# key_debounce

--- config.mk ---
export PLATFORM = sky130hd
export DESIGN_NAME = key_debounce
export DESIGN_NICKNAME = d
export VERILOG_FILES = /design/src/rtl/key_pkg.sv /design/src/rtl/key_debounce_ch.sv /design/src/rtl/key_debounce.sv
export SDC_FILE = /design/constraint.sdc
export NUM_CORES = 1
export LEC_CHECK = 0
export CORE_MARGIN = 4
export CORE_UTILIZATION = 65
export DETAILED_ROUTE_END_ITERATION = 10
export PLACE_DENSITY = 0.84
export SLEW_MARGIN = 20
export SYNTH_ARGS = -nofsm -noshare
export SYNTH_HDL_FRONTEND = slang
export SYNTH_SLANG_ARGS = --single-unit
--- constraint.sdc ---
create_clock -name CLOCK_50 -period 4.8 [get_ports CLOCK_50]
set_input_delay 0.96 -clock CLOCK_50 [delete_from_list [all_inputs] [get_ports CLOCK_50]]
set_output_delay 0.96 -clock CLOCK_50 [all_outputs]
set_load 0.02 [all_outputs]
--- src/rtl/key_pkg.sv ---
// rtl/key_pkg.sv - shared FSM state type, default constants and counter sizing for key_debounce
package key_pkg;

  typedef enum logic [1:0] {
    RELEASED     = 2'd0,
    PRESS_WAIT   = 2'd1,
    PRESSED      = 2'd2,
    RELEASE_WAIT = 2'd3
  } key_state_t;

  localparam int DEBOUNCE_CNT_DEF = 1000000;
  localparam int LONG_CNT_DEF     = 50000000;

  // Bits needed to hold 0..max_val inclusive; never narrower than one bit.
  function automatic int cnt_width(input int max_val);
    return (max_val < 1) ? 1 : $clog2(max_val + 1);
  endfunction

endpackage

--- src/rtl/key_debounce_ch.sv ---
// rtl/key_debounce_ch.sv - one key channel: 2-FF synchroniser, debounce FSM, long-press counter under KEY_LONGPRESS_EN
module key_debounce_ch
  import key_pkg::*;
#(
  parameter int DEBOUNCE_CNT = DEBOUNCE_CNT_DEF,
  parameter int LONG_CNT     = LONG_CNT_DEF
) (
  input  logic clk,
  input  logic rst_n,
  input  logic key,
  output logic level,
  output logic press_strobe,
  output logic release_strobe,
  output logic long_strobe
);

  localparam int            CW      = cnt_width(DEBOUNCE_CNT);
  localparam logic [CW-1:0] CNT_MAX = CW'(DEBOUNCE_CNT);

  if (DEBOUNCE_CNT < 1) begin : g_bad_debounce
    $error("key_debounce_ch: DEBOUNCE_CNT must be >= 1");
  end
  if (LONG_CNT < 1) begin : g_bad_long
    $error("key_debounce_ch: LONG_CNT must be >= 1");
  end

  logic [1:0]    sync;
  logic          key_s;
  key_state_t    state;
  logic [CW-1:0] cnt;

  // Flops reset to 1 so a key held through reset still has to re-qualify.
  always_ff @(posedge clk or negedge rst_n) begin
    if (!rst_n) sync <= 2'b11;
    else        sync <= {sync[0], key};
  end
  assign key_s = sync[1];

  always_ff @(posedge clk or negedge rst_n) begin
    if (!rst_n) begin
      state          <= RELEASED;
      cnt            <= '0;
      level          <= 1'b0;
      press_strobe   <= 1'b0;
      release_strobe <= 1'b0;
    end else begin
      press_strobe   <= 1'b0;
      release_strobe <= 1'b0;
      case (state)
        RELEASED: begin
          if (!key_s) begin
            state <= PRESS_WAIT;
            cnt   <= CW'(1);
          end
        end
        PRESS_WAIT: begin
          if (key_s) begin
            state <= RELEASED;
            cnt   <= '0;
          end else if (cnt == CNT_MAX) begin
            state        <= PRESSED;
            cnt          <= '0;
            level        <= 1'b1;
            press_strobe <= 1'b1;
          end else begin
            cnt <= cnt + CW'(1);
          end
        end
        PRESSED: begin
          if (key_s) begin
            state <= RELEASE_WAIT;
            cnt   <= CW'(1);
          end
        end
        RELEASE_WAIT: begin
          if (!key_s) begin
            state <= PRESSED;
            cnt   <= '0;
          end else if (cnt == CNT_MAX) begin
            state          <= RELEASED;
            cnt            <= '0;
            level          <= 1'b0;
            release_strobe <= 1'b1;
          end else begin
            cnt <= cnt + CW'(1);
          end
        end
        default: begin
          state <= RELEASED;
          cnt   <= '0;
        end
      endcase
    end
  end

`ifdef KEY_LONGPRESS_EN
  localparam int            LW       = cnt_width(LONG_CNT);
  localparam logic [LW-1:0] LONG_MAX = LW'(LONG_CNT);

  logic [LW-1:0] hold;

  // Saturating at LONG_MAX gives exactly one strobe per press; a release glitch only freezes it.
  always_ff @(posedge clk or negedge rst_n) begin
    if (!rst_n) begin
      hold        <= '0;
      long_strobe <= 1'b0;
    end else begin
      long_strobe <= 1'b0;
      if (state == RELEASED) begin
        hold <= '0;
      end else if (state == PRESSED && hold != LONG_MAX) begin
        hold        <= hold + LW'(1);
        long_strobe <= ((hold + LW'(1)) == LONG_MAX);
      end
    end
  end
`else
  assign long_strobe = 1'b0;
`endif

endmodule

--- src/rtl/key_debounce.sv ---
// rtl/key_debounce.sv - debounced press/release/level per active-low key pin; long-press strobe under KEY_LONGPRESS_EN
module key_debounce
  import key_pkg::*;
#(
  parameter int NUM_KEYS     = 2,
  parameter int DEBOUNCE_CNT = DEBOUNCE_CNT_DEF,
  parameter int LONG_CNT     = LONG_CNT_DEF
) (
  input  logic                CLOCK_50,
  input  logic                rst_n,
  input  logic [NUM_KEYS-1:0] KEY,
  output logic [NUM_KEYS-1:0] key_level,
  output logic [NUM_KEYS-1:0] key_press,
  output logic [NUM_KEYS-1:0] key_release,
  output logic [NUM_KEYS-1:0] key_long
);

  for (genvar i = 0; i < NUM_KEYS; i++) begin : g_ch
    key_debounce_ch #(
      .DEBOUNCE_CNT(DEBOUNCE_CNT),
      .LONG_CNT    (LONG_CNT)
    ) u_ch (
      .clk           (CLOCK_50),
      .rst_n         (rst_n),
      .key           (KEY[i]),
      .level         (key_level[i]),
      .press_strobe  (key_press[i]),
      .release_strobe(key_release[i]),
      .long_strobe   (key_long[i])
    );
  end

endmodule
==> run summary <==
Comb. pwr: 61.5 uW
TritonCTS Sinks: 54
Area Growth Syn to Fin: 4.52%
FP Rows: 24
Setup Buffers After CTS: 0
Die Span Y: 76.1 um
Biggest register: g_ch.u_ch.cnt
Sw power: 200 uW
Yosys warnings: 0
Hold/Removal Path Class: flop to flop
Buffer levels on the longest clock path: 2
Top flop regs: g_ch.u_ch.cnt: 40 flops, g_ch.u_ch.sync: 4 flops
CP endpoint: g_ch[0].u_ch.cnt[16]$_DFFE_PN0P_
Outcome: complete, no violations
Synth cell types: 54
Initial antenna violation count: 0
Flip-flops: 54
DR pass1 iterations: 4
Flops & latches, synth: 54
Tool Warnings: 28
Max-cap check violation count: 0
RR Endpoint: g_ch[0].u_ch.cnt[16]$_DFFE_PN0P_
Commonest flop: dfrtp_1
Largest net degree at the start of global routing: 55
Total Power: 789 uW
Worst reg2reg path startpoint: g_ch[0].u_ch.cnt[10]$_DFFE_PN0P_
CTS Hold Bufs: 0
Met2 wire len: 3320 um
Core Util, Final: 71.4%
DRC: 0
Fill count: 346
Worst Setup SP: g_ch[0].u_ch.cnt[10]$_DFFE_PN0P_
First-pass GRT wire length: 10900 um
Sequential share of cell area: 43.1%
Yosys top cell by instances: dfrtp_1
PwrDens: 250 nW/um^2
GRT Overall Usage: 22.2%
Synth cell count leaders: 50 x dfrtp_1, 30 x nand3_1, 29 x nand2_1, 18 x inv_1, 18 x o21ai_0
CTS HTree Levels: 2
Share of layout cells above drive strength 1: 7.53%
Inverters: 18
Yosys stat area: 3010 um^2
Non-clock buffer share: 2.94%
Area fraction in xor and xnor cells: 1.12%
Gate Count Post-Synth: 330
Comb pwr share: 7.8%
Clock skew: 0.00875 ns
Internal: 589 uW
Hold Path Depth: 0
Pre-CTS WS: 2.49 ns
Final period util: 48.5%
Max layer used: met4
Critical path endpoint category: flop
Final hold vios: 0
Slew Limit Fails: 0
Met3 WL: 222 um
Core area: 4410 um^2
## layout by cell type, fill, tap and decap left out, types with 5 or more instances in the layout
| cell | count |
|---|---|
| clkbuf_8 | 5 |
| and2_1 | 11 |
| o21ai_0 | 18 |
| a21o_1 | 12 |
| nand3_1 | 30 |
| and3_1 | 6 |
| or3_1 | 15 |
| nor2_1 | 13 |
| nand4_1 | 8 |
| clkdlybuf4s50_1 | 8 |
| inv_1 | 18 |
| o21ai_1 | 7 |
| dfrtp_1 | 50 |
| a21oi_1 | 12 |
| nor3_1 | 11 |
| nor3b_1 | 6 |
| nor4_1 | 8 |
| nand2_1 | 29 |
**key_debounce: the metal 1 layer**

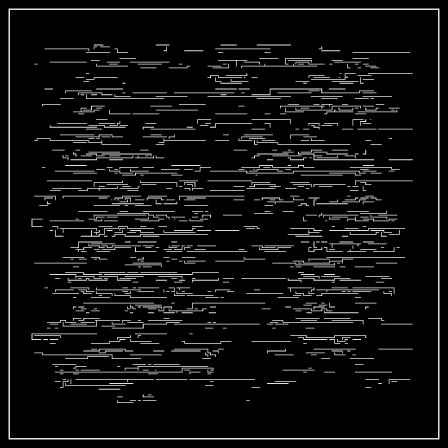
share of all routed wire: 41%
wire length on this layer: 2570 um
nets with wire on the layer: 313
longest straight run: 22.6 um

**key_debounce: metal 2**

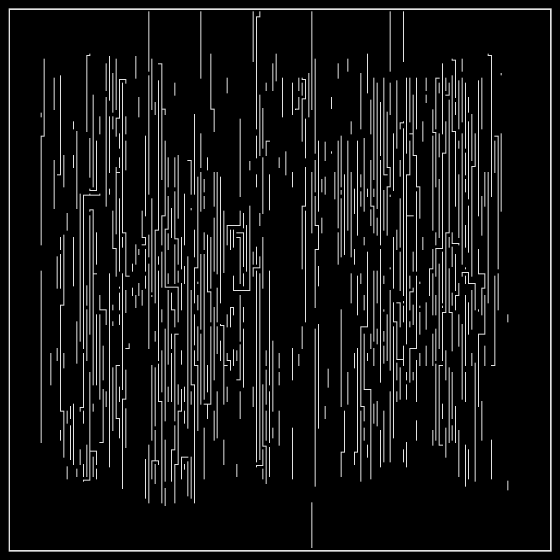
nets with wire on the layer: 293
longest straight run: 27.2 um
wire length on this layer: 3320 um
GR met2 Demand/Resource: 39.7%
final wirelength: 6210 um
total number of vias: 2470


# alu_dispatcher

## src/rtl/alu_pkg.sv

```systemverilog
// alu_pkg
// Shared definitions for the three-stage pipelined ALU and its dispatcher:
// opcode encoding, ALU input-to-output latency and the layout of the
// databits sideband (top bit = valid flag, remaining bits = sequence tag).
package alu_pkg;

    typedef enum logic [1:0] {
        OP_NOP  = 2'd0,
        OP_ADD  = 2'd1,
        OP_SUB  = 2'd2,
        OP_MULT = 2'd3
    } alu_op_e;

    localparam int ALU_LATENCY = 3;
    localparam int DATABITS    = 7;
    localparam int DB_VLD_BIT  = DATABITS - 1;
    localparam int DB_TAG_W    = DATABITS - 1;

endpackage

```

## src/rtl/alu_dispatch_fifo.sv

```systemverilog
// alu_dispatch_fifo
// Synchronous result FIFO, DEPTH entries of W bits. Push and pop may happen
// in the same cycle, including when full. The head entry is presented
// combinationally on pop_data; it reads as zero while empty.
// Ports:
//   clk, reset      clock, synchronous active-low reset
//   push, push_data write one entry
//   pop             remove the head entry
//   pop_data        head entry
//   full, empty     occupancy flags
//   count           number of stored entries (0..DEPTH)
module alu_dispatch_fifo #(
    parameter int W     = 34,
    parameter int DEPTH = 8
) (
    input  logic                     clk,
    input  logic                     reset,
    input  logic                     push,
    input  logic [W-1:0]             push_data,
    input  logic                     pop,
    output logic [W-1:0]             pop_data,
    output logic                     full,
    output logic                     empty,
    output logic [$clog2(DEPTH):0]   count
);

    localparam int AW = $clog2(DEPTH);

    logic [W-1:0]  mem [DEPTH];
    logic [AW-1:0] wr_ptr;
    logic [AW-1:0] rd_ptr;

    assign empty    = (count == '0);
    assign full     = (count == (AW+1)'(DEPTH));
    assign pop_data = empty ? '0 : mem[rd_ptr];

    // Storage needs no reset; only the pointers and count define validity.
    always_ff @(posedge clk) begin
        if (push) mem[wr_ptr] <= push_data;
    end

    // DEPTH is a power of two, so the pointers wrap naturally.
    always_ff @(posedge clk) begin
        if (!reset) begin
            wr_ptr <= '0;
            rd_ptr <= '0;
            count  <= '0;
        end else begin
            if (push) wr_ptr <= wr_ptr + 1'b1;
            if (pop)  rd_ptr <= rd_ptr + 1'b1;
            case ({push, pop})
                2'b10:   count <= count + 1'b1;
                2'b01:   count <= count - 1'b1;
                default: count <= count;
            endcase
        end
    end

    a_no_overflow:  assert property (@(posedge clk) disable iff (!reset) !(push && full && !pop));
    a_no_underflow: assert property (@(posedge clk) disable iff (!reset) !(pop && empty));

endmodule

```

## src/rtl/alu_dispatcher.sv

```systemverilog
// alu_dispatcher
// Initiator-side front end for the pipelined ALU. Requests accepted on the
// valid/ready req_* port are registered into the ALU inputs with a valid flag
// and sequence tag on the databits sideband; idle cycles issue NOP bubbles.
// Results coming back after the ALU's fixed latency are pushed into a result
// FIFO whose space is reserved by credits at issue time, so the ALU (which
// cannot be stalled) never overruns it. Results leave in order on rsp_*.
// Optional feature macro: ALU_DISPATCH_TAGCHECK_EN adds a returned-tag check
// with a sticky err flag; without it err is tied low.
// Ports:
//   clk, reset                     clock, synchronous active-low reset
//   req_valid/req_ready            request handshake
//   req_op, req_a, req_b           opcode and operands
//   alu_a, alu_b, alu_op,
//   alu_databits                   registered ALU inputs
//   alu_res, alu_out_op,
//   alu_out_databits               ALU return path
//   rsp_valid/rsp_ready            response handshake
//   rsp_res, rsp_op                result and echoed opcode
//   err                            sticky tag-mismatch flag
module alu_dispatcher
    import alu_pkg::*;
#(
    parameter int WIDTH       = 32,
    parameter int DATABITS    = alu_pkg::DATABITS,
    parameter int DEPTH       = 8,
    parameter int ALU_LATENCY = alu_pkg::ALU_LATENCY
) (
    input  logic                clk,
    input  logic                reset,
    input  logic                req_valid,
    output logic                req_ready,
    input  logic [1:0]          req_op,
    input  logic [WIDTH-1:0]    req_a,
    input  logic [WIDTH-1:0]    req_b,
    output logic [WIDTH-1:0]    alu_a,
    output logic [WIDTH-1:0]    alu_b,
    output logic [1:0]          alu_op,
    output logic [DATABITS-1:0] alu_databits,
    input  logic [WIDTH-1:0]    alu_res,
    input  logic [1:0]          alu_out_op,
    input  logic [DATABITS-1:0] alu_out_databits,
    output logic                rsp_valid,
    input  logic                rsp_ready,
    output logic [WIDTH-1:0]    rsp_res,
    output logic [1:0]          rsp_op,
    output logic                err
);

    localparam int TAG_W = DATABITS - 1;
    localparam int CW    = $clog2(DEPTH) + 1;
    localparam int WCW   = $clog2(ALU_LATENCY + 2);

    logic [CW-1:0]    inflight;
    logic [CW-1:0]    occ;
    logic [CW:0]      credit_sum;
    logic [TAG_W-1:0] seq;
    logic [WCW-1:0]   warm_cnt;
    logic             warm_done;
    logic             issue;
    logic             ret;
    logic             pop;
    logic             fifo_full;
    logic             fifo_empty;
    logic [WIDTH+1:0] fifo_dout;

    // Returns are ignored until the ALU pipeline has been refilled with
    // bubbles after reset, covering anything issued before reset.
    assign warm_done  = (warm_cnt == WCW'(ALU_LATENCY + 1));
    assign credit_sum = {1'b0, inflight} + {1'b0, occ};
    assign req_ready  = warm_done && (credit_sum < (CW+1)'(DEPTH));
    assign issue      = req_valid && req_ready;
    assign ret        = warm_done && alu_out_databits[DATABITS-1];
    assign rsp_valid  = !fifo_empty;
    assign pop        = rsp_valid && rsp_ready;
    assign rsp_res    = fifo_dout[WIDTH+1:2];
    assign rsp_op     = fifo_dout[1:0];

    always_ff @(posedge clk) begin
        if (!reset) begin
            alu_a        <= '0;
            alu_b        <= '0;
            alu_op       <= OP_NOP;
            alu_databits <= '0;
            seq          <= '0;
            inflight     <= '0;
            warm_cnt     <= '0;
        end else begin
            if (!warm_done) warm_cnt <= warm_cnt + 1'b1;

            if (issue) begin
                alu_a        <= req_a;
                alu_b        <= req_b;
                alu_op       <= req_op;
                alu_databits <= {1'b1, seq};
                seq          <= seq + 1'b1;
            end else begin
                alu_a        <= '0;
                alu_b        <= '0;
                alu_op       <= OP_NOP;
                alu_databits <= '0;
            end

            case ({issue, ret})
                2'b10:   inflight <= inflight + 1'b1;
                2'b01:   inflight <= inflight - 1'b1;
                default: inflight <= inflight;
            endcase
        end
    end

    alu_dispatch_fifo #(
        .W     (WIDTH + 2),
        .DEPTH (DEPTH)
    ) u_fifo (
        .clk       (clk),
        .reset     (reset),
        .push      (ret),
        .push_data ({alu_res, alu_out_op}),
        .pop       (pop),
        .pop_data  (fifo_dout),
        .full      (fifo_full),
        .empty     (fifo_empty),
        .count     (occ)
    );

`ifdef ALU_DISPATCH_TAGCHECK_EN
    logic [TAG_W-1:0] exp_tag;
    logic             err_q;

    // Mismatching entries are still delivered; only the flag records it.
    always_ff @(posedge clk) begin
        if (!reset) begin
            exp_tag <= '0;
            err_q   <= 1'b0;
        end else if (ret) begin
            exp_tag <= exp_tag + 1'b1;
            if (alu_out_databits[TAG_W-1:0] != exp_tag) err_q <= 1'b1;
        end
    end

    assign err = err_q;
`else
    logic unused_tag;
    assign unused_tag = ^alu_out_databits[TAG_W-1:0];
    assign err        = 1'b0;
`endif

    a_no_return_underflow: assert property (@(posedge clk) disable iff (!reset)
        !(ret && !issue && inflight == '0));
    a_full_has_credit: assert property (@(posedge clk) disable iff (!reset)
        !(fifo_full && ret && !pop));

endmodule
```

## config.mk

```make
export PLATFORM = sky130hd
export DESIGN_NAME = alu_dispatcher
export DESIGN_NICKNAME = d
export VERILOG_FILES = /design/src/rtl/alu_pkg.sv /design/src/rtl/alu_dispatch_fifo.sv /design/src/rtl/alu_dispatcher.sv
export SDC_FILE = /design/constraint.sdc
export NUM_CORES = 1
export LEC_CHECK = 0
export CAP_MARGIN = 5
export CORE_MARGIN = 5
export CORE_UTILIZATION = 53
export CTS_CLUSTER_SIZE = 12
export DETAILED_ROUTE_END_ITERATION = 10
export PLACE_DENSITY = 0.79
export REMOVE_ABC_BUFFERS = 1
export SETUP_SLACK_MARGIN = 0.3
export SYNTH_ARGS = -nofsm -noshare
export SYNTH_HDL_FRONTEND = slang
export SYNTH_SLANG_ARGS = --single-unit
```

## constraint.sdc

```tcl
create_clock -name clk -period 6.9 [get_ports clk]
set_clock_uncertainty 0.1 [all_clocks]
set_input_delay 1.725 -clock clk [delete_from_list [all_inputs] [get_ports clk]]
set_output_delay 1.725 -clock clk [all_outputs]
set_load 0.05 [all_outputs]
```

**alu_dispatcher: the metal 1 layer**

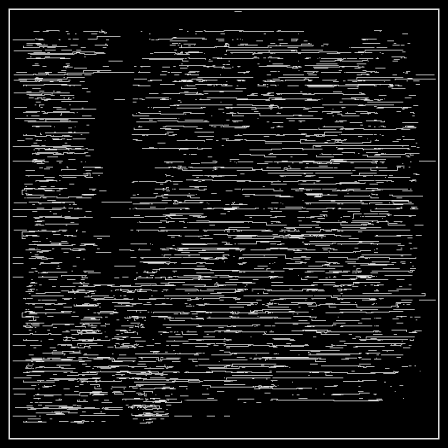
wire length on this layer: 11100 um
share of all routed wire: 37%
nets with wire on the layer: 1000
main direction: horizontal
longest straight run: 38.2 um
final wirelength: 30000 um
M1 GR Usage: 24.7%
total number of vias: 7402

**alu_dispatcher: metal 2**

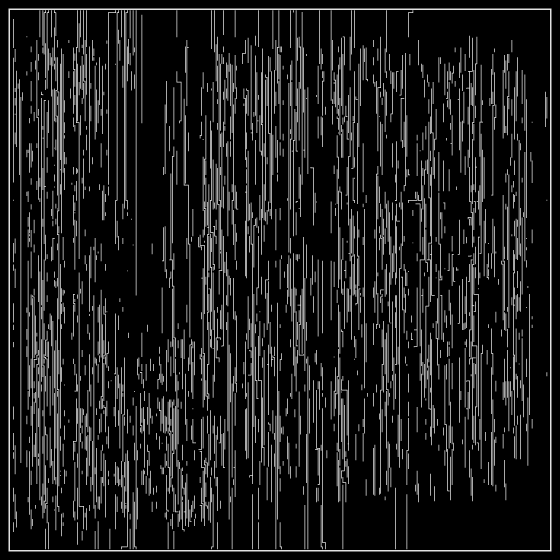
wire length on this layer: 15300 um
share of all routed wire: 51%
GR met2 Demand/Resource: 35.7%

==> run summary <==
Outcome: complete, no violations
Sequential share of cell area: 58.7%
Vias in the first global route: 7857
Synth cell types: 37
Cell area after layout: 17300 um^2
Hold path start: seq[5]$_SDFFE_PN0P_
M3 GR Usage: 8.06%
ClkCell Share: 6.57%
CTS clk-pin slew, worst paths: 0.06 ns
Post-synthesis compound-gate area fraction: 1.03%
Max layer used: met5
CP endpoint: rsp_res[19]
Max-cap check violation count: 0
Pre-CTS WS: 2.08 ns
Busiest layer in global routing: met2
Repair and plain buffers: 227
Max reg flops: 272
Final period util: 75.9%
Worst reg2reg path startpoint: u_fifo.count[3]$_SDFFE_PN0P_
Sw power: 926 uW
Setup tns final: 0 ns
DR pass1 iterations: 5
CP Buf/Inv Count: 2
Leading cell kind: sequential cells
CTS HTree Levels: 2
Remaining Overflow, GRT: 0
Area Growth Syn to Fin: 26.7%
Worst R2R Path Depth: 10
Post-synth EDFFs: 272
Yosys stat area: 13700 um^2
Top pwr grp: sequential cells
Initial DRC Count: 395
Share of layout cells above drive strength 1: 14.7%
First-pass GRT wire length: 45500 um
Core Density at Floorplan: 54.1%
Fa+ha+maj area frac: 1.58%
Routed WL per cell: 22.6 um
Clock Power: 1880 uW
Hold Path Depth: 2
Biggest register: u_fifo.mem
Met2 wire len: 15300 um
Seq. cell area: 10200 um^2
Crit path DAT: 3.41 ns
Commonest flop: edfxtp_1
IO buf count: 213
Combinational Gates: 323
Worst path max stage delay: 0.85 ns
GRT Overall Usage: 20.8%
Total Power: 4560 uW
Max_slew headroom: 32.0%
Worst hold endpoint: seq[5]$_SDFFE_PN0P_
TritonCTS Sinks: 371
Antenna Nets Post-Route: 0
Clock root buffer: clkbuf_16
F_max: 0.191 GHz
Area fraction in xor and xnor cells: 0.641%
Mux cell area share: 14.0%
I/O pin count: 221
Comb/total area: 19.1%
RSZ-0062 raised after global routing: false
Core Util, Final: 68.5%
Top flop regs: u_fifo.mem: 272 flops, alu_a: 32 flops, alu_b: 32 flops
Final hold vios: 0
Sw Share: 20.3%
Fin nets: 1102
Top logic cell by instance count in the layout: edfxtp_1
Crit path DRT: 5.08 ns
Final worst setup slack: 1.66 ns
**alu_dispatcher: metal 3**

The bar under the picture is 50 um long. Cells faint in the background.
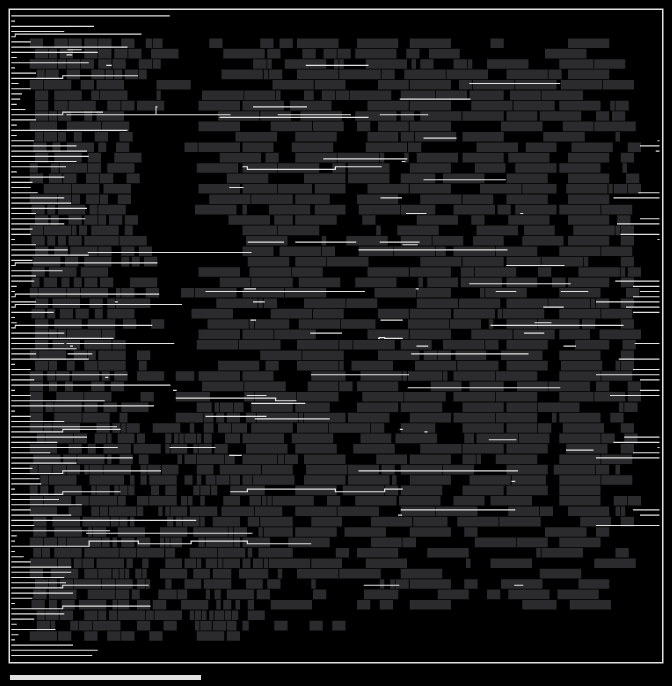
main direction: horizontal
longest straight run: 48.1 um
share of all routed wire: 10%

## synthesized netlist by cell type (4+ instances only)
library cell	number	share of area, %
buf_2	7	0.26
clkbuf_1	28	0.77
nand3_1	5	0.18
mux2i_1	38	2.8
mux4_2	68	11
a21oi_1	15	0.55
xor2_1	6	0.38
dfxtp_1	99	15
and3_1	74	3.4
inv_1	13	0.36
edfxtp_1	272	60
nand2_1	10	0.27
buf_1	5	0.14
nor3_1	4	0.15
buf_4	4	0.22
ha_1	14	1.3
nor2_1	57	1.6
nand2b_1	4	0.18
xnor2_1	4	0.26

# score_keeper

**score_keeper: the metal 1 layer**

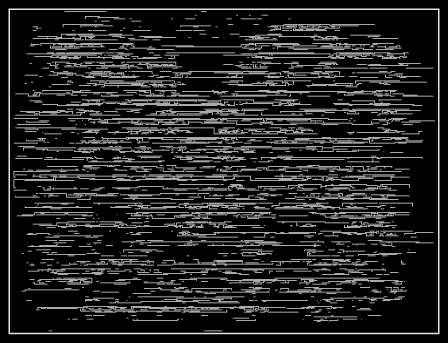
**score_keeper: metal 2**

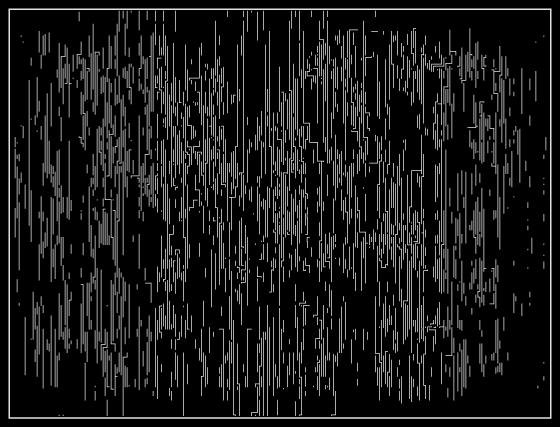
## config.mk

```make
export PLATFORM = sky130hd
export DESIGN_NAME = score_keeper
export DESIGN_NICKNAME = d
export VERILOG_FILES = /design/src/rtl/score_keeper.sv
export SDC_FILE = /design/constraint.sdc
export NUM_CORES = 1
export LEC_CHECK = 0
export ABC_CLOCK_PERIOD_IN_PS = 9470
export CORE_ASPECT_RATIO = 0.75
export CORE_UTILIZATION = 55
export CTS_BUF_LIST = sky130_fd_sc_hd__clkbuf_2
export CTS_CLUSTER_SIZE = 20
export DETAILED_ROUTE_END_ITERATION = 6
export PLACE_DENSITY = 0.78
export SYNTH_ARGS = -nofsm -noshare
export SYNTH_HDL_FRONTEND = slang
export SYNTH_SLANG_ARGS = --single-unit
```

## constraint.sdc

```tcl
create_clock -name clk -period 9.47 [get_ports clk]
set_input_delay 2.3675 -clock clk [delete_from_list [all_inputs] [get_ports clk]]
set_output_delay 2.3675 -clock clk [all_outputs]
set_load 0.03 [all_outputs]
```

## src/rtl/score_keeper.sv

```systemverilog
// score_keeper: climb-to-points tracker with saturating BCD score,
// session high score, and a two-row digit overlay for the painter.
module score_keeper #(
    parameter int PX_PER_POINT = 16,
    parameter int ORIGIN_X     = 8,
    parameter int ORIGIN_Y     = 8
) (
    input  logic        clk,
    input  logic        rst,
    input  logic        frame_tick,
    input  logic [1:0]  game_state,
    input  logic [9:0]  doodle_y,
    input  logic [10:0] beam_x,
    input  logic [9:0]  beam_y,
    output logic [19:0] score,
    output logic [19:0] high_score,
    output logic        new_record,
    output logic [11:0] color,
    output logic        is_transparent
);

    typedef enum logic [1:0] {
        IDLE  = 2'd0,
        RUN   = 2'd1,
        FLUSH = 2'd2,
        OVER  = 2'd3
    } state_t;

    localparam int          SHIFT     = $clog2(PX_PER_POINT);
    localparam logic [5:0]  REM_MASK  = 6'(PX_PER_POINT - 1);
    localparam logic [19:0] SCORE_MAX = 20'h99999;

    state_t      state_q, state_d;
    logic [19:0] score_q, score_d;
    logic [19:0] high_q, high_d;
    logic        new_record_q, new_record_d;
    logic [6:0]  pending_q, pending_d;
    logic [5:0]  rem_q, rem_d;
    logic [9:0]  prev_y_q, prev_y_d;
    logic        prev_valid_q, prev_valid_d;

    logic gs_menu, gs_play, gs_over;
    logic start_run, commit, active, drain, at_max;
    logic [10:0] climb, acc, pts, sum;

    // +1 on a 5-digit packed BCD value with full digit ripple
    function automatic logic [19:0] bcd_inc(input logic [19:0] v);
        logic [19:0] r;
        logic        carry;
        r     = v;
        carry = 1'b1;
        for (int i = 0; i < 5; i++) begin
            if (carry) begin
                if (r[4*i +: 4] == 4'd9) begin
                    r[4*i +: 4] = 4'd0;
                end else begin
                    r[4*i +: 4] = r[4*i +: 4] + 4'd1;
                    carry       = 1'b0;
                end
            end
        end
        return r;
    endfunction

    // 4x6 glyph ROM; bit 3 of a row is the leftmost column
    function automatic logic [3:0] glyph_row(input logic [3:0] d,
                                             input logic [2:0] row);
        logic [23:0] g;
        unique case (d)
            4'd0:    g = 24'hF9999F;
            4'd1:    g = 24'h262227;
            4'd2:    g = 24'hF1F88F;
            4'd3:    g = 24'hF1711F;
            4'd4:    g = 24'h99F111;
            4'd5:    g = 24'hF8F11F;
            4'd6:    g = 24'hF8F99F;
            4'd7:    g = 24'hF12444;
            4'd8:    g = 24'hF9F99F;
            4'd9:    g = 24'hF9F11F;
            default: g = 24'h000000;
        endcase
        unique case (row)
            3'd0:    return g[23:20];
            3'd1:    return g[19:16];
            3'd2:    return g[15:12];
            3'd3:    return g[11:8];
            3'd4:    return g[7:4];
            3'd5:    return g[3:0];
            default: return 4'h0;
        endcase
    endfunction

    assign gs_menu = (game_state == 2'd0) || (game_state == 2'd3);
    assign gs_play = (game_state == 2'd1);
    assign gs_over = (game_state == 2'd2);

    // Next-state: menu (or the unused code) always wins and parks in IDLE
    always_comb begin
        state_d = state_q;
        if (gs_menu) begin
            state_d = IDLE;
        end else begin
            unique case (state_q)
                IDLE:    if (gs_play) state_d = RUN;
                RUN:     if (gs_over) state_d = FLUSH;
                FLUSH:   if (pending_q == 7'd0) state_d = OVER;
                OVER:    if (gs_play) state_d = RUN;
                default: state_d = IDLE;
            endcase
        end
    end

    assign start_run = (state_q == IDLE || state_q == OVER) && (state_d == RUN);
    assign commit    = (state_q == FLUSH) && (state_d == OVER);
    assign active    = (state_q == RUN) || (state_q == FLUSH);
    assign at_max    = (score_q == SCORE_MAX);
    assign drain     = active && (pending_q != 7'd0) && !at_max;

    // Climb credit, pending drain into the BCD score, and high-score commit
    always_comb begin
        score_d      = score_q;
        high_d       = high_q;
        new_record_d = 1'b0;
        rem_d        = rem_q;
        prev_y_d     = prev_y_q;
        prev_valid_d = prev_valid_q;
        climb        = {1'b0, prev_y_q} - {1'b0, doodle_y};
        acc          = {5'd0, rem_q} + climb;
        pts          = 11'd0;

        if (state_q == RUN && frame_tick) begin
            prev_y_d     = doodle_y;
            prev_valid_d = 1'b1;
            if (prev_valid_q && (doodle_y < prev_y_q)) begin
                pts   = acc >> SHIFT;
                rem_d = acc[5:0] & REM_MASK;
            end
        end

        sum       = {4'd0, pending_q} + pts - {10'd0, drain};
        pending_d = (sum > 11'd127) ? 7'd127 : sum[6:0];

        if (drain) begin
            score_d = bcd_inc(score_q);
        end

        // A maxed-out score swallows any further credit
        if (active && at_max) begin
            pending_d = 7'd0;
        end

        if (commit && (score_q > high_q)) begin
            high_d       = score_q;
            new_record_d = 1'b1;
        end

        if (start_run) begin
            score_d      = 20'd0;
            pending_d    = 7'd0;
            rem_d        = 6'd0;
            prev_valid_d = 1'b0;
        end
    end

    // State and datapath registers
    always_ff @(posedge clk) begin
        if (rst) begin
            state_q      <= IDLE;
            score_q      <= 20'd0;
            high_q       <= 20'd0;
            new_record_q <= 1'b0;
            pending_q    <= 7'd0;
            rem_q        <= 6'd0;
            prev_y_q     <= 10'd0;
            prev_valid_q <= 1'b0;
        end else begin
            state_q      <= state_d;
            score_q      <= score_d;
            high_q       <= high_d;
            new_record_q <= new_record_d;
            pending_q    <= pending_d;
            rem_q        <= rem_d;
            prev_y_q     <= prev_y_d;
            prev_valid_q <= prev_valid_d;
        end
    end

    logic [11:0] dx;
    logic [10:0] dy;
    logic [19:0] val;
    logic [2:0]  grow;
    logic [1:0]  gcol;
    logic [3:0]  digit;
    logic [3:0]  rbits;
    logic        row_hit, col_hit, pix_on;

    // Same-cycle pixel lookup: score row always, high-score row in OVER
    always_comb begin
        dx      = {1'b0, beam_x} - 12'(ORIGIN_X);
        dy      = {1'b0, beam_y} - 11'(ORIGIN_Y);
        val     = score_q;
        grow    = 3'd0;
        gcol    = 2'd0;
        digit   = 4'd0;
        row_hit = 1'b0;
        col_hit = 1'b0;

        if ({1'b0, beam_y} >= 11'(ORIGIN_Y)) begin
            if (dy < 11'd12) begin
                row_hit = (state_q != IDLE);
                val     = score_q;
                grow    = dy[3:1];
            end else if (dy >= 11'd16 && dy < 11'd28) begin
                row_hit = (state_q == OVER);
                val     = high_q;
                grow    = 3'((dy - 11'd16) >> 1);
            end
        end

        if ({1'b0, beam_x} >= 12'(ORIGIN_X)) begin
            for (int k = 0; k < 5; k++) begin
                if (dx >= 12'(10 * k) && dx < 12'(10 * k + 8)) begin
                    col_hit = 1'b1;
                    gcol    = 2'((dx - 12'(10 * k)) >> 1);
                    digit   = val[4*(4-k) +: 4];
                end
            end
        end

        rbits  = glyph_row(digit, grow);
        pix_on = row_hit && col_hit && rbits[2'd3 - gcol];
    end

    assign score          = score_q;
    assign high_score     = high_q;
    assign new_record     = new_record_q;
    assign color          = 12'h000;
    assign is_transparent = !pix_on;

endmodule

```

==> run summary <==
Outcome: complete, no violations
Initial antenna violation count: 0
Antenna cells: 0
CP Buf/Inv Count: 4
Setup Buffers After CTS: 0
Worst R2R Setup Slack: 3.92 ns
Biggest area cells: dfxtp_1 21%, ha_1 16%, inv_1 5.7%
Internal: 489 uW
Crit Path Max Fanout: 13
Gate Count Post-Synth: 794
Crit path DRT: 7.10 ns
Core Density at Floorplan: 56.3%
Sequential power: 298 uW
Area Growth Syn to Fin: 18.5%
Die ar.: 11600 um^2
CTS HTree Levels: 3
Placed cell count: 1013
Total Power: 771 uW
Met3 WL: 1390 um
Vias per inst: 5.87
Fa+ha+maj area frac: 17.5%
Critical path, cell by cell: clkdlybuf4s50_1, inv_1, ha_1, or2_0, a211oi_1, o21bai_1, or4_4, a211oi_4, mux2i_1, or2_1, buf_4, o31ai_1, a221o_1, o311a_1, a211o_1, a2111o_1, dlygate4sd2_1
Main logic family after synthesis: AND-OR/OR-AND gates
Placed instance area: 7150 um^2
Commonest flop: dfxtp_1
Resize count post-CTS: 1
Met2 wire len: 7170 um
Max-cap check violation count: 0
Post-synth EDFFs: 0
Post-synth seq share: 21.2%
RR Endpoint: pending_q[2]$_SDFF_PP0_
Final period util: 97.9%
CP Class: input port to output port
Seq pwr share: 38.7%
Static leakage: 0.00296 uW
Worst path max stage delay: 0.48 ns
IO buf count: 77
Core Util, Final: 66.7%
Comb. pwr: 311 uW
Fin nets: 1005
Crit path DAT: 6.91 ns
Max layer used: met4
Worst hold endpoint: prev_y_q[2]$_SDFFE_PP0P_
Die W: 124 um
Yosys top cell by area: dfxtp_1
Max_slew headroom: 17.5%
TritonCTS Sinks: 65
Asr flop ratio synth: 0%
Core area: 10900 um^2
Cell area after layout: 7270 um^2
Synth cell types: 74
Worst Setup SP: beam_x[4]
CP Depth: 17
Final worst setup slack: 0.195 ns
Clock root buffer: clkbuf_2
Pre-CTS WS: -0.0160 ns
Avg Inst Size Synth: 7.73 um^2
Antenna Nets Post-Route: 0
Sw power: 283 uW
Post-synthesis compound-gate area fraction: 22.9%
GRT Overall Usage: 30.1%
Simple-gate portion of the synthesized area: 19.8%
About 'the metal 1 layer' of score_keeper:
main direction: horizontal
share of all routed wire: 48%
longest straight run: 39.6 um
nets with wire on the layer: 905
wire length on this layer: 8140 um
M1 GR Usage: 44.1%
total number of vias: 6053
final wirelength: 16800 um

About 'metal 2' of score_keeper:
main direction: vertical
longest straight run: 34.8 um
wire length on this layer: 7170 um
GR met2 Demand/Resource: 45.9%

## final cells by class
cell class / instances / area, um^2
clock inverter: 5 / 46.3
clock buffer: 11 / 55.1
timing repair buffer: 109 / 1010
sequential: 65 / 1300
inverter: 94 / 353
multi-input combinational: 607 / 4330
fill: 938 / 3630
tap: 140 / 175
## state kept, by name, summed over array words and instances (netlist names)
register / count
new_record: 1
pending_q: 7
score: 20
prev_valid_q: 1
high_score: 20
state_q: 2
prev_y_q: 10
rem_q: 4

# uart_read_arbiter_flat

File: src/rtl/uart_read_arbiter_if.sv
// uart_read_arbiter_if: requester, UART read-port and tagged return signals of the UART read arbiter.
interface uart_read_arbiter_if #(
    parameter int NUM_REQ = 4,
    parameter int LEN_W = 4
);
    localparam int IW = $clog2(NUM_REQ);
    logic [NUM_REQ-1:0]       req;
    logic [NUM_REQ*LEN_W-1:0] req_len;
    logic [NUM_REQ-1:0]       gnt;
    logic                     uart_re;
    logic [7:0]               uart_data;
    logic [7:0]               rd_data;
    logic                     rd_valid;
    logic [IW-1:0]            rd_id;
    logic                     busy;
    modport master (
        output req, req_len, uart_data,
        input  gnt, uart_re, rd_data, rd_valid, rd_id, busy
    );
    modport slave (
        input  req, req_len, uart_data,
        output gnt, uart_re, rd_data, rd_valid, rd_id, busy
    );
endinterface

File: src/rtl/uart_read_arbiter.sv
// uart_read_arbiter: shares the UART read port among requesters, issuing bursts and tagging returned bytes.
// Define UART_ARB_FIXED_PRIO_EN for fixed priority (lowest index wins) instead of round-robin.
module uart_read_arbiter #(
    parameter int NUM_REQ = 4,
    parameter int LEN_W = 4,
    parameter int LAT = 2
) (
    input logic clk,
    input logic rst,
    uart_read_arbiter_if.slave bus
);
    localparam int IW = $clog2(NUM_REQ);
    localparam int CW = (LEN_W + 1 > $clog2(LAT + 1)) ? LEN_W + 1 : $clog2(LAT + 1);
    typedef enum logic [1:0] {IDLE, ISSUE, DRAIN} state_t;
    state_t state, state_n;
    logic [CW-1:0] cnt, cnt_n;
    logic [IW-1:0] id, win, j, ptr;
    logic [LEN_W-1:0] lens [NUM_REQ];
    logic [LAT-1:0] sr_v;
    logic [IW-1:0] sr_id [LAT];
    logic last;

    for (genvar g = 0; g < NUM_REQ; g++) begin : g_len
        assign lens[g] = bus.req_len[g*LEN_W +: LEN_W];
    end

    // Scan downwards so the first set bit at or after ptr is the one that sticks.
    always_comb begin
        win = '0;
        j = '0;
        for (int k = NUM_REQ - 1; k >= 0; k--) begin
            j = IW'((int'(ptr) + k) % NUM_REQ);
            if (bus.req[j]) win = j;
        end
    end

    assign last = cnt == CW'(1);

    // cnt counts remaining beats in ISSUE and remaining latency cycles in DRAIN.
    always_comb begin
        state_n = state;
        cnt_n = cnt;
        case (state)
            IDLE: if (|bus.req) begin
                state_n = ISSUE;
                cnt_n = (lens[win] == '0) ? CW'(1 << LEN_W) : CW'(lens[win]);
            end
            ISSUE: begin
                state_n = last ? DRAIN : ISSUE;
                cnt_n = last ? CW'(LAT) : cnt - 1'b1;
            end
            DRAIN: begin
                state_n = last ? IDLE : DRAIN;
                cnt_n = cnt - 1'b1;
            end
            default: state_n = IDLE;
        endcase
    end

    always_ff @(posedge clk or posedge rst) begin
        if (rst) begin
            state <= IDLE;
            cnt <= '0;
            id <= '0;
            sr_v <= '0;
            for (int i = 0; i < LAT; i++) sr_id[i] <= '0;
        end else begin
            state <= state_n;
            cnt <= cnt_n;
            if (state == IDLE && |bus.req) id <= win;
            sr_v <= LAT'({sr_v, bus.uart_re});
            sr_id[0] <= id;
            for (int i = 1; i < LAT; i++) sr_id[i] <= sr_id[i-1];
        end
    end

`ifdef UART_ARB_FIXED_PRIO_EN
    assign ptr = '0;
`else
    always_ff @(posedge clk or posedge rst) begin
        if (rst) ptr <= '0;
        else if (state == DRAIN && last) ptr <= (id == IW'(NUM_REQ - 1)) ? '0 : id + 1'b1;
    end
`endif

    assign bus.uart_re = state == ISSUE;
    assign bus.busy = state != IDLE;
    assign bus.gnt = bus.busy ? NUM_REQ'(1) << id : '0;
    assign bus.rd_data = bus.uart_data;
    assign bus.rd_valid = sr_v[LAT-1];
    assign bus.rd_id = sr_id[LAT-1];
endmodule

File: src/flat_wrapper.sv
// flat-port wrapper written by rule: the top's interface ports become plain ports
module uart_read_arbiter_flat 
#(
    parameter int NUM_REQ = 4,
    parameter int LEN_W = 4,
    parameter int LAT = 2
)
  (clk, rst, bus_req, bus_req_len, bus_uart_data, bus_gnt, bus_uart_re, bus_rd_data, bus_rd_valid, bus_rd_id, bus_busy);
  uart_read_arbiter_if #(.NUM_REQ(NUM_REQ), .LEN_W(LEN_W)) bus_i ();
  input logic clk;
  input logic rst;
  input wire logic [$bits(bus_i.req)-1:0] bus_req;
  input wire logic [$bits(bus_i.req_len)-1:0] bus_req_len;
  input wire logic [$bits(bus_i.uart_data)-1:0] bus_uart_data;
  output wire logic [$bits(bus_i.gnt)-1:0] bus_gnt;
  output wire logic [$bits(bus_i.uart_re)-1:0] bus_uart_re;
  output wire logic [$bits(bus_i.rd_data)-1:0] bus_rd_data;
  output wire logic [$bits(bus_i.rd_valid)-1:0] bus_rd_valid;
  output wire logic [$bits(bus_i.rd_id)-1:0] bus_rd_id;
  output wire logic [$bits(bus_i.busy)-1:0] bus_busy;
  assign bus_i.req = bus_req;
  assign bus_i.req_len = bus_req_len;
  assign bus_i.uart_data = bus_uart_data;
  assign bus_gnt = bus_i.gnt;
  assign bus_uart_re = bus_i.uart_re;
  assign bus_rd_data = bus_i.rd_data;
  assign bus_rd_valid = bus_i.rd_valid;
  assign bus_rd_id = bus_i.rd_id;
  assign bus_busy = bus_i.busy;
  uart_read_arbiter #(.NUM_REQ(NUM_REQ), .LEN_W(LEN_W), .LAT(LAT)) u_core (.clk(clk), .rst(rst), .bus(bus_i));
endmodule
File: config.mk
export PLATFORM = sky130hd
export DESIGN_NAME = uart_read_arbiter_flat
export DESIGN_NICKNAME = d
export VERILOG_FILES = /design/src/rtl/uart_read_arbiter_if.sv /design/src/rtl/uart_read_arbiter.sv /design/src/flat_wrapper.sv
export SDC_FILE = /design/constraint.sdc
export NUM_CORES = 1
export LEC_CHECK = 0
export ABC_AREA = 1
export CAP_MARGIN = 20
export CORE_AREA = 2 2 72 53
export CTS_BUF_LIST = sky130_fd_sc_hd__clkbuf_8
export DETAILED_ROUTE_END_ITERATION = 16
export DIE_AREA = 0 0 74 55
export PLACE_DENSITY = 0.75
export SLEW_MARGIN = 20
export SYNTH_ARGS = -nofsm -noshare
export SYNTH_HDL_FRONTEND = slang
export SYNTH_SLANG_ARGS = --single-unit
File: constraint.sdc
create_clock -name clk -period 1.55 [get_ports clk]
set_input_delay 0.3875 -clock clk [delete_from_list [all_inputs] [get_ports clk]]
set_output_delay 0.3875 -clock clk [all_outputs]
set_load 0.01 [all_outputs]
**uart_read_arbiter_flat: the metal 1 layer**

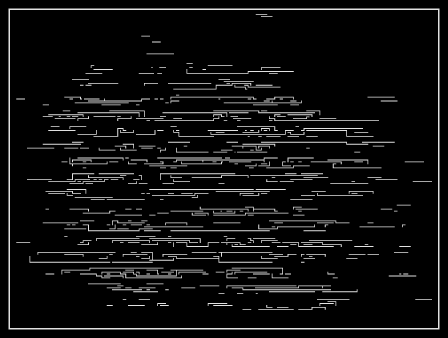
wire length on this layer: 1590 um
nets with wire on the layer: 252
share of all routed wire: 44%

**uart_read_arbiter_flat: metal 2**

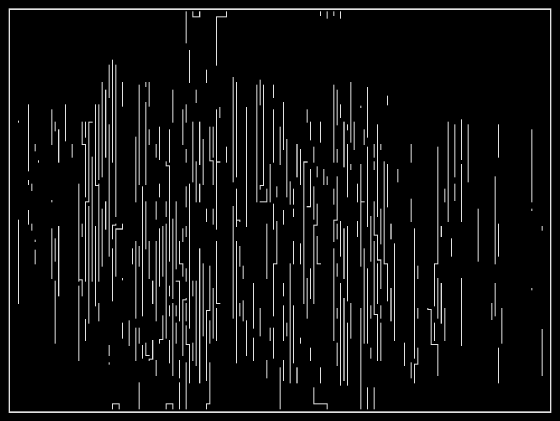
nets with wire on the layer: 234
longest straight run: 20.7 um
share of all routed wire: 48%
wire length on this layer: 1730 um
main direction: vertical
final wirelength: 3590 um
total number of vias: 1408

**uart_read_arbiter_flat: metal 3**

The bar under the picture is 20 um long. Cells faint in the background.
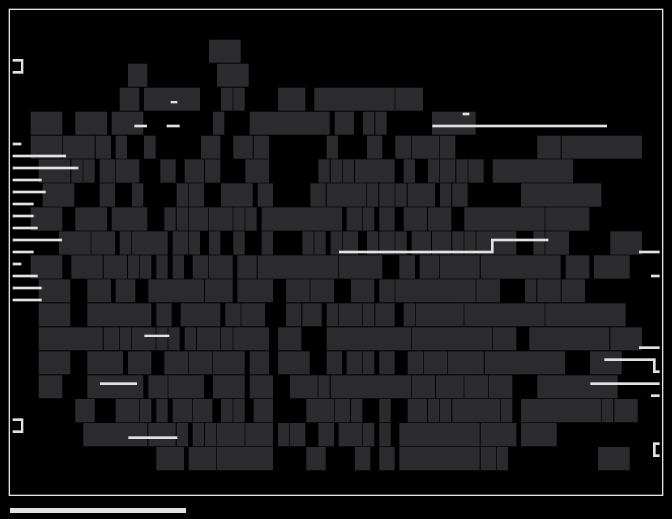
main direction: horizontal
longest straight run: 19.6 um
wire length on this layer: 131 um
share of all routed wire: 3.7%
nets with wire on the layer: 27

==> run summary <==
Outcome: finished, violations left
Violated checks: negative setup slack
Final worst setup slack: -0.320 ns
Max_slew headroom: 80.4%
Worst R2R Path Depth: 13
Seq. cell area: 427 um^2
CP Buf/Inv Count: 5
Total Power: 4800 uW
Most frequent cells in the layout: 32 x buf_4, 28 x nand2_1, 20 x inv_1, 20 x clkdlybuf4s50_1, 17 x nand3_1
Crit path DAT: 2.01 ns
Initial antenna violation count: 0
Met2 wire len: 1730 um
Critical path endpoint category: flop
Critical Path Source Type: flop
Crit Path Max Fanout: 8
Core area: 3400 um^2
Worst Setup SP: u_core.ptr[0]$_DFFE_PP0P_
Clock root buffer: clkbuf_8
GR met2 Demand/Resource: 34.7%
CP max stage cell: dfrtp_2
Initial DRC Count: 34
Sequential share of cell area: 19.4%
Cell count in the Yosys report: 192
Antenna cells: 0
CTS tree: yes
Synth cell count leaders: 37 x nand2_1, 29 x inv_1, 23 x nand3_1, 17 x dfrtp_1, 16 x nor2_1
Avg Inst Size Synth: 7.31 um^2
Clock skew: 0.00494 ns
Vias per inst: 4.65
Flops & latches, synth: 17
Buffer levels on the longest clock path: 2
ClkCell Share: 2.05%
RSZ-0062 raised after global routing: true
Critical path, cell by cell: clkinv_4, nand2_4, nand3_1, nand2_1, inv_2, nand2_4, nand2_8, nand2_4, buf_4, buf_4, buf_4, nor2_2, a21oi_1
CP Class: flop to flop
Hold/Removal Path Class: flop to flop
Final period util: 121%
Placer Congestion: 0.835
Cell family with most CP delay: buffers and inverters
Synth cell types: 30
M3 GR Usage: 3.80%
Multi-input gate area: 955 um^2
Yosys top cell by instances: nand2_1
Commonest flop: dfrtp_1
Pre-CTS WS: -0.622 ns
Static leakage: 0.00107 uW
DRC: 0
Final setup vio count: 10
IO buf count: 30
Min Hold Slack: 0.353 ns
Largest net degree at the start of global routing: 18
Post-synth top area share: 30.3%
CLK BUF: 3
Busiest layer in global routing: met2
Worst R2R Setup Slack: -0.32 ns
WL met1: 1590 um
Worst hold endpoint: u_core.sr_v[1]$_DFF_PP0_
CTS clk-pin slew, worst paths: 0.07 ns
## stage by stage
step                      TNS (ns)  cell area [um^2]
after floorplan            -0.0502              1410
after global placement       -4.71              1860
final                        -1.91              2190
after detailed placement     -4.93              1860
after CTS                    -1.39              2070
after global routing         -2.97              2190
## report_power, final
group / total, uW / switching, uW / internal [uW]
Sequential: 826 / 170 / 656
Clock: 326 / 150 / 176
Combinational: 3650 / 1920 / 1730
## cells by family after synthesis
kind of cell	count (synthesis)	synth area share [%]
buf+inv	46	15.9
flops	17	30.3
compound gates	23	9.28
xor+xnor	3	1.87
simple gates	93	33.7
fa+ha+maj	10	8.92

# bus_arbiter

**bus_arbiter: the metal 1 layer**

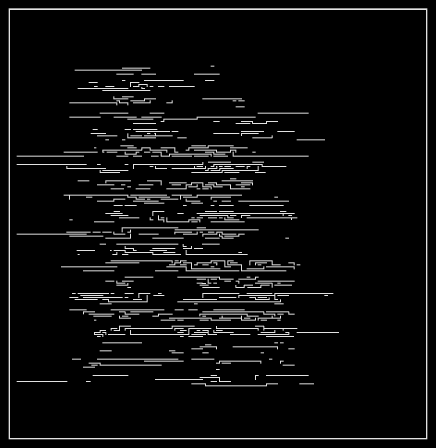
**bus_arbiter: metal 2**

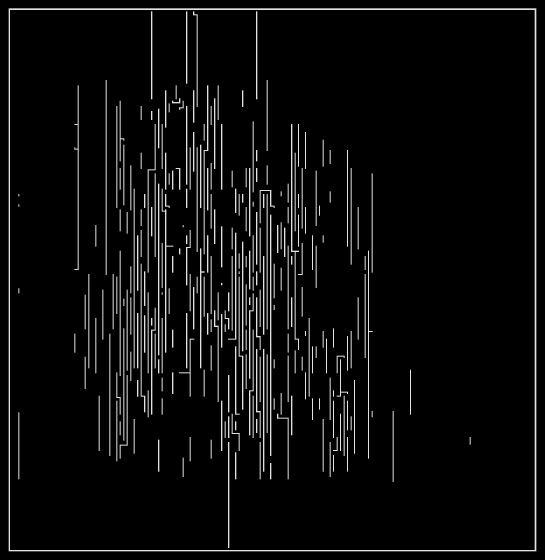
--- config.mk ---
export PLATFORM = sky130hd
export DESIGN_NAME = bus_arbiter
export DESIGN_NICKNAME = d
export VERILOG_FILES = /design/src/rtl/bus_arbiter.sv
export SDC_FILE = /design/constraint.sdc
export NUM_CORES = 1
export LEC_CHECK = 0
export CORE_AREA = 8 8 61 63
export DETAILED_ROUTE_END_ITERATION = 10
export DIE_AREA = 0 0 69 71
export PLACE_DENSITY = 0.79
export REMOVE_ABC_BUFFERS = 1
export SYNTH_ARGS = -nofsm -noshare
export SYNTH_HDL_FRONTEND = slang
export SYNTH_SLANG_ARGS = --single-unit
--- constraint.sdc ---
create_clock -name clk -period 3.5 [get_ports clk]
set_clock_uncertainty 0.1 [all_clocks]
set_input_delay 0.7 -clock clk [delete_from_list [all_inputs] [get_ports clk]]
set_output_delay 0.7 -clock clk [all_outputs]
set_load 0.02 [all_outputs]
--- src/rtl/bus_arbiter.sv ---
// Two-master round-robin bus arbiter with hold timeout and one turnaround cycle.
// The mux select, grant lines, busy flag and timeout pulse are all registered
// so the bus mux and master ports see glitch-free controls.
module bus_arbiter #(
    parameter int TIMEOUT = 250,
    parameter int CNT_LEN = 16
) (
    input  logic       clk,
    input  logic       reset,
    input  logic       m1_request,
    input  logic       m2_request,
    output logic       m1_grant,
    output logic       m2_grant,
    output logic       msel,
    output logic       bus_busy,
    output logic       timeout,
    output logic [2:0] arb_state
);

    typedef enum logic [2:0] {
        IDLE     = 3'd0,
        GRANT_M1 = 3'd1,
        GRANT_M2 = 3'd2,
        RELEASE  = 3'd3
    } state_t;

    // A zero TIMEOUT disables revocation; the counter then just free-runs.
    localparam logic               TO_EN = (TIMEOUT != 0);
    localparam logic [CNT_LEN-1:0] LIMIT = CNT_LEN'(TIMEOUT - 1);

    state_t             state_q;
    logic               last_q;      // 0 = master 1 granted last, 1 = master 2
    logic [CNT_LEN-1:0] count_q;
    logic               m1_grant_q;
    logic               m2_grant_q;
    logic               msel_q;
    logic               busy_q;
    logic               timeout_q;

    // Request of whichever master currently owns the bus.
    logic owner_req;
    assign owner_req = (state_q == GRANT_M1) ? m1_request : m2_request;

    // Arbitration FSM with all bus controls registered alongside the state.
    always_ff @(posedge clk or posedge reset) begin
        if (reset) begin
            state_q    <= IDLE;
            last_q     <= 1'b1;
            count_q    <= '0;
            m1_grant_q <= 1'b0;
            m2_grant_q <= 1'b0;
            msel_q     <= 1'b0;
            busy_q     <= 1'b0;
            timeout_q  <= 1'b0;
        end else begin
            timeout_q <= 1'b0;
            case (state_q)
                IDLE: begin
                    // Master 1 wins unless master 2 also asks and master 1 went last.
                    if (m1_request && (!m2_request || last_q)) begin
                        state_q    <= GRANT_M1;
                        m1_grant_q <= 1'b1;
                        last_q     <= 1'b0;
                        msel_q     <= 1'b0;
                        count_q    <= '0;
                        busy_q     <= 1'b1;
                    end else if (m2_request) begin
                        state_q    <= GRANT_M2;
                        m2_grant_q <= 1'b1;
                        last_q     <= 1'b1;
                        msel_q     <= 1'b1;
                        count_q    <= '0;
                        busy_q     <= 1'b1;
                    end
                end
                GRANT_M1, GRANT_M2: begin
                    // A voluntary drop takes priority over a coincident timeout.
                    if (!owner_req) begin
                        state_q    <= RELEASE;
                        m1_grant_q <= 1'b0;
                        m2_grant_q <= 1'b0;
                    end else if (TO_EN && (count_q == LIMIT)) begin
                        state_q    <= RELEASE;
                        m1_grant_q <= 1'b0;
                        m2_grant_q <= 1'b0;
                        timeout_q  <= 1'b1;
                    end else begin
                        count_q <= count_q + CNT_LEN'(1);
                    end
                end
                RELEASE: begin
                    state_q <= IDLE;
                    busy_q  <= 1'b0;
                end
                default: begin
                    state_q    <= IDLE;
                    m1_grant_q <= 1'b0;
                    m2_grant_q <= 1'b0;
                    busy_q     <= 1'b0;
                end
            endcase
        end
    end

    assign m1_grant  = m1_grant_q;
    assign m2_grant  = m2_grant_q;
    assign msel      = msel_q;
    assign bus_busy  = busy_q;
    assign timeout   = timeout_q;
    assign arb_state = state_q;

endmodule
==> run summary <==
Outcome: complete, no violations
GRT Overall Usage: 13.0%
Remaining Overflow, GRT: 0
Worst R2R Path Depth: 5
Biggest register: count_q
Die Span Y: 71 um
Crit Path Max Fanout: 20
Comb pwr share: 55.6%
Max-cap check violation count: 0
Post-synthesis compound-gate area fraction: 20.9%
Hold path start: count_q[5]$_DFFE_PP0P_
Synth cell types: 45
Cell family with most CP delay: simple AND/OR/NAND/NOR gates
Final min period: 2.56 ns
Leading cell kind: multi-input combinational cells
Clock latency on the worst-skew pair: 0.32 ns
Final period util: 73.3%
Area Growth Syn to Fin: 8.46%
Comb/total area: 47.8%
CP Class: flop to flop
CTS Hold Bufs: 0
CP Depth: 5
Sw power: 557 uW
CTS tree: yes
Yosys stat area: 1460 um^2
Flip-flops: 24
Final setup vio count: 0
## Picture notes: 'the metal 1 layer' of bus_arbiter
longest straight run: 17.0 um
main direction: horizontal
share of all routed wire: 43%
nets with wire on the layer: 158
wire length on this layer: 1370 um
final wirelength: 3170 um
total number of vias: 1249
M1 GR Usage: 15.6%

## Picture notes: 'metal 2' of bus_arbiter
share of all routed wire: 49%
wire length on this layer: 1560 um
main direction: vertical
longest straight run: 31.6 um
GR met2 Demand/Resource: 21.9%

metrics by stage:
stage          std cells  utilization (%)  total power, uW  setup WS (ns)
3_5_place_dp         191             54.4             1060          0.875
2_1_floorplan        148                -              846           1.23
5_1_grt              195             55.7             1300          0.801
4_1_cts              195             55.7             1210          0.989
3_3_place_gp         191             54.4             1030          0.918
6_report             195             55.7             1200          0.935
cells in the final DEF (no fill, tap or decap), drive strengths merged, types with 5 or more instances in the layout:
cell type,instances
ha,5
o21ai,8
dfrtp,23
a21oi,10
nand4,8
nand3,6
nand2,14
clkdlybuf4s50,10
inv,13
nor2,8


## Gallery

Where the registers sit.
The bar under the picture is 20 um long. Other sequential cells in the stronger grey, the rest of the logic in the fainter grey.
(a)
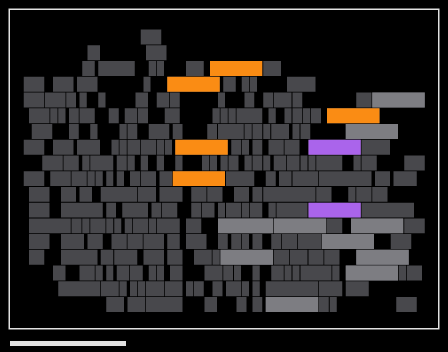
(b)
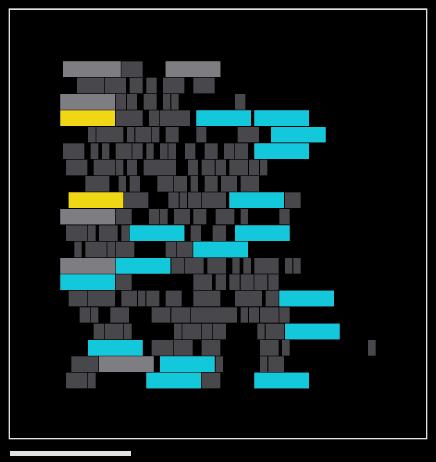
(c)
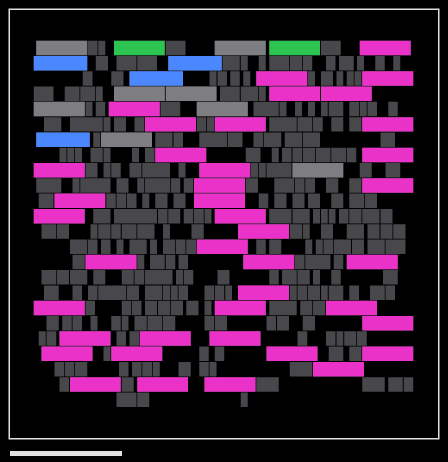
- fewest sequential cells: (a)
- most cells: (c)
| from | picture |
|---|---|
| key_debounce | (c) |
| uart_read_arbiter_flat | (a) |
| bus_arbiter | (b) |

Power figures rest on the tool's default switching activity, not on a simulated workload.
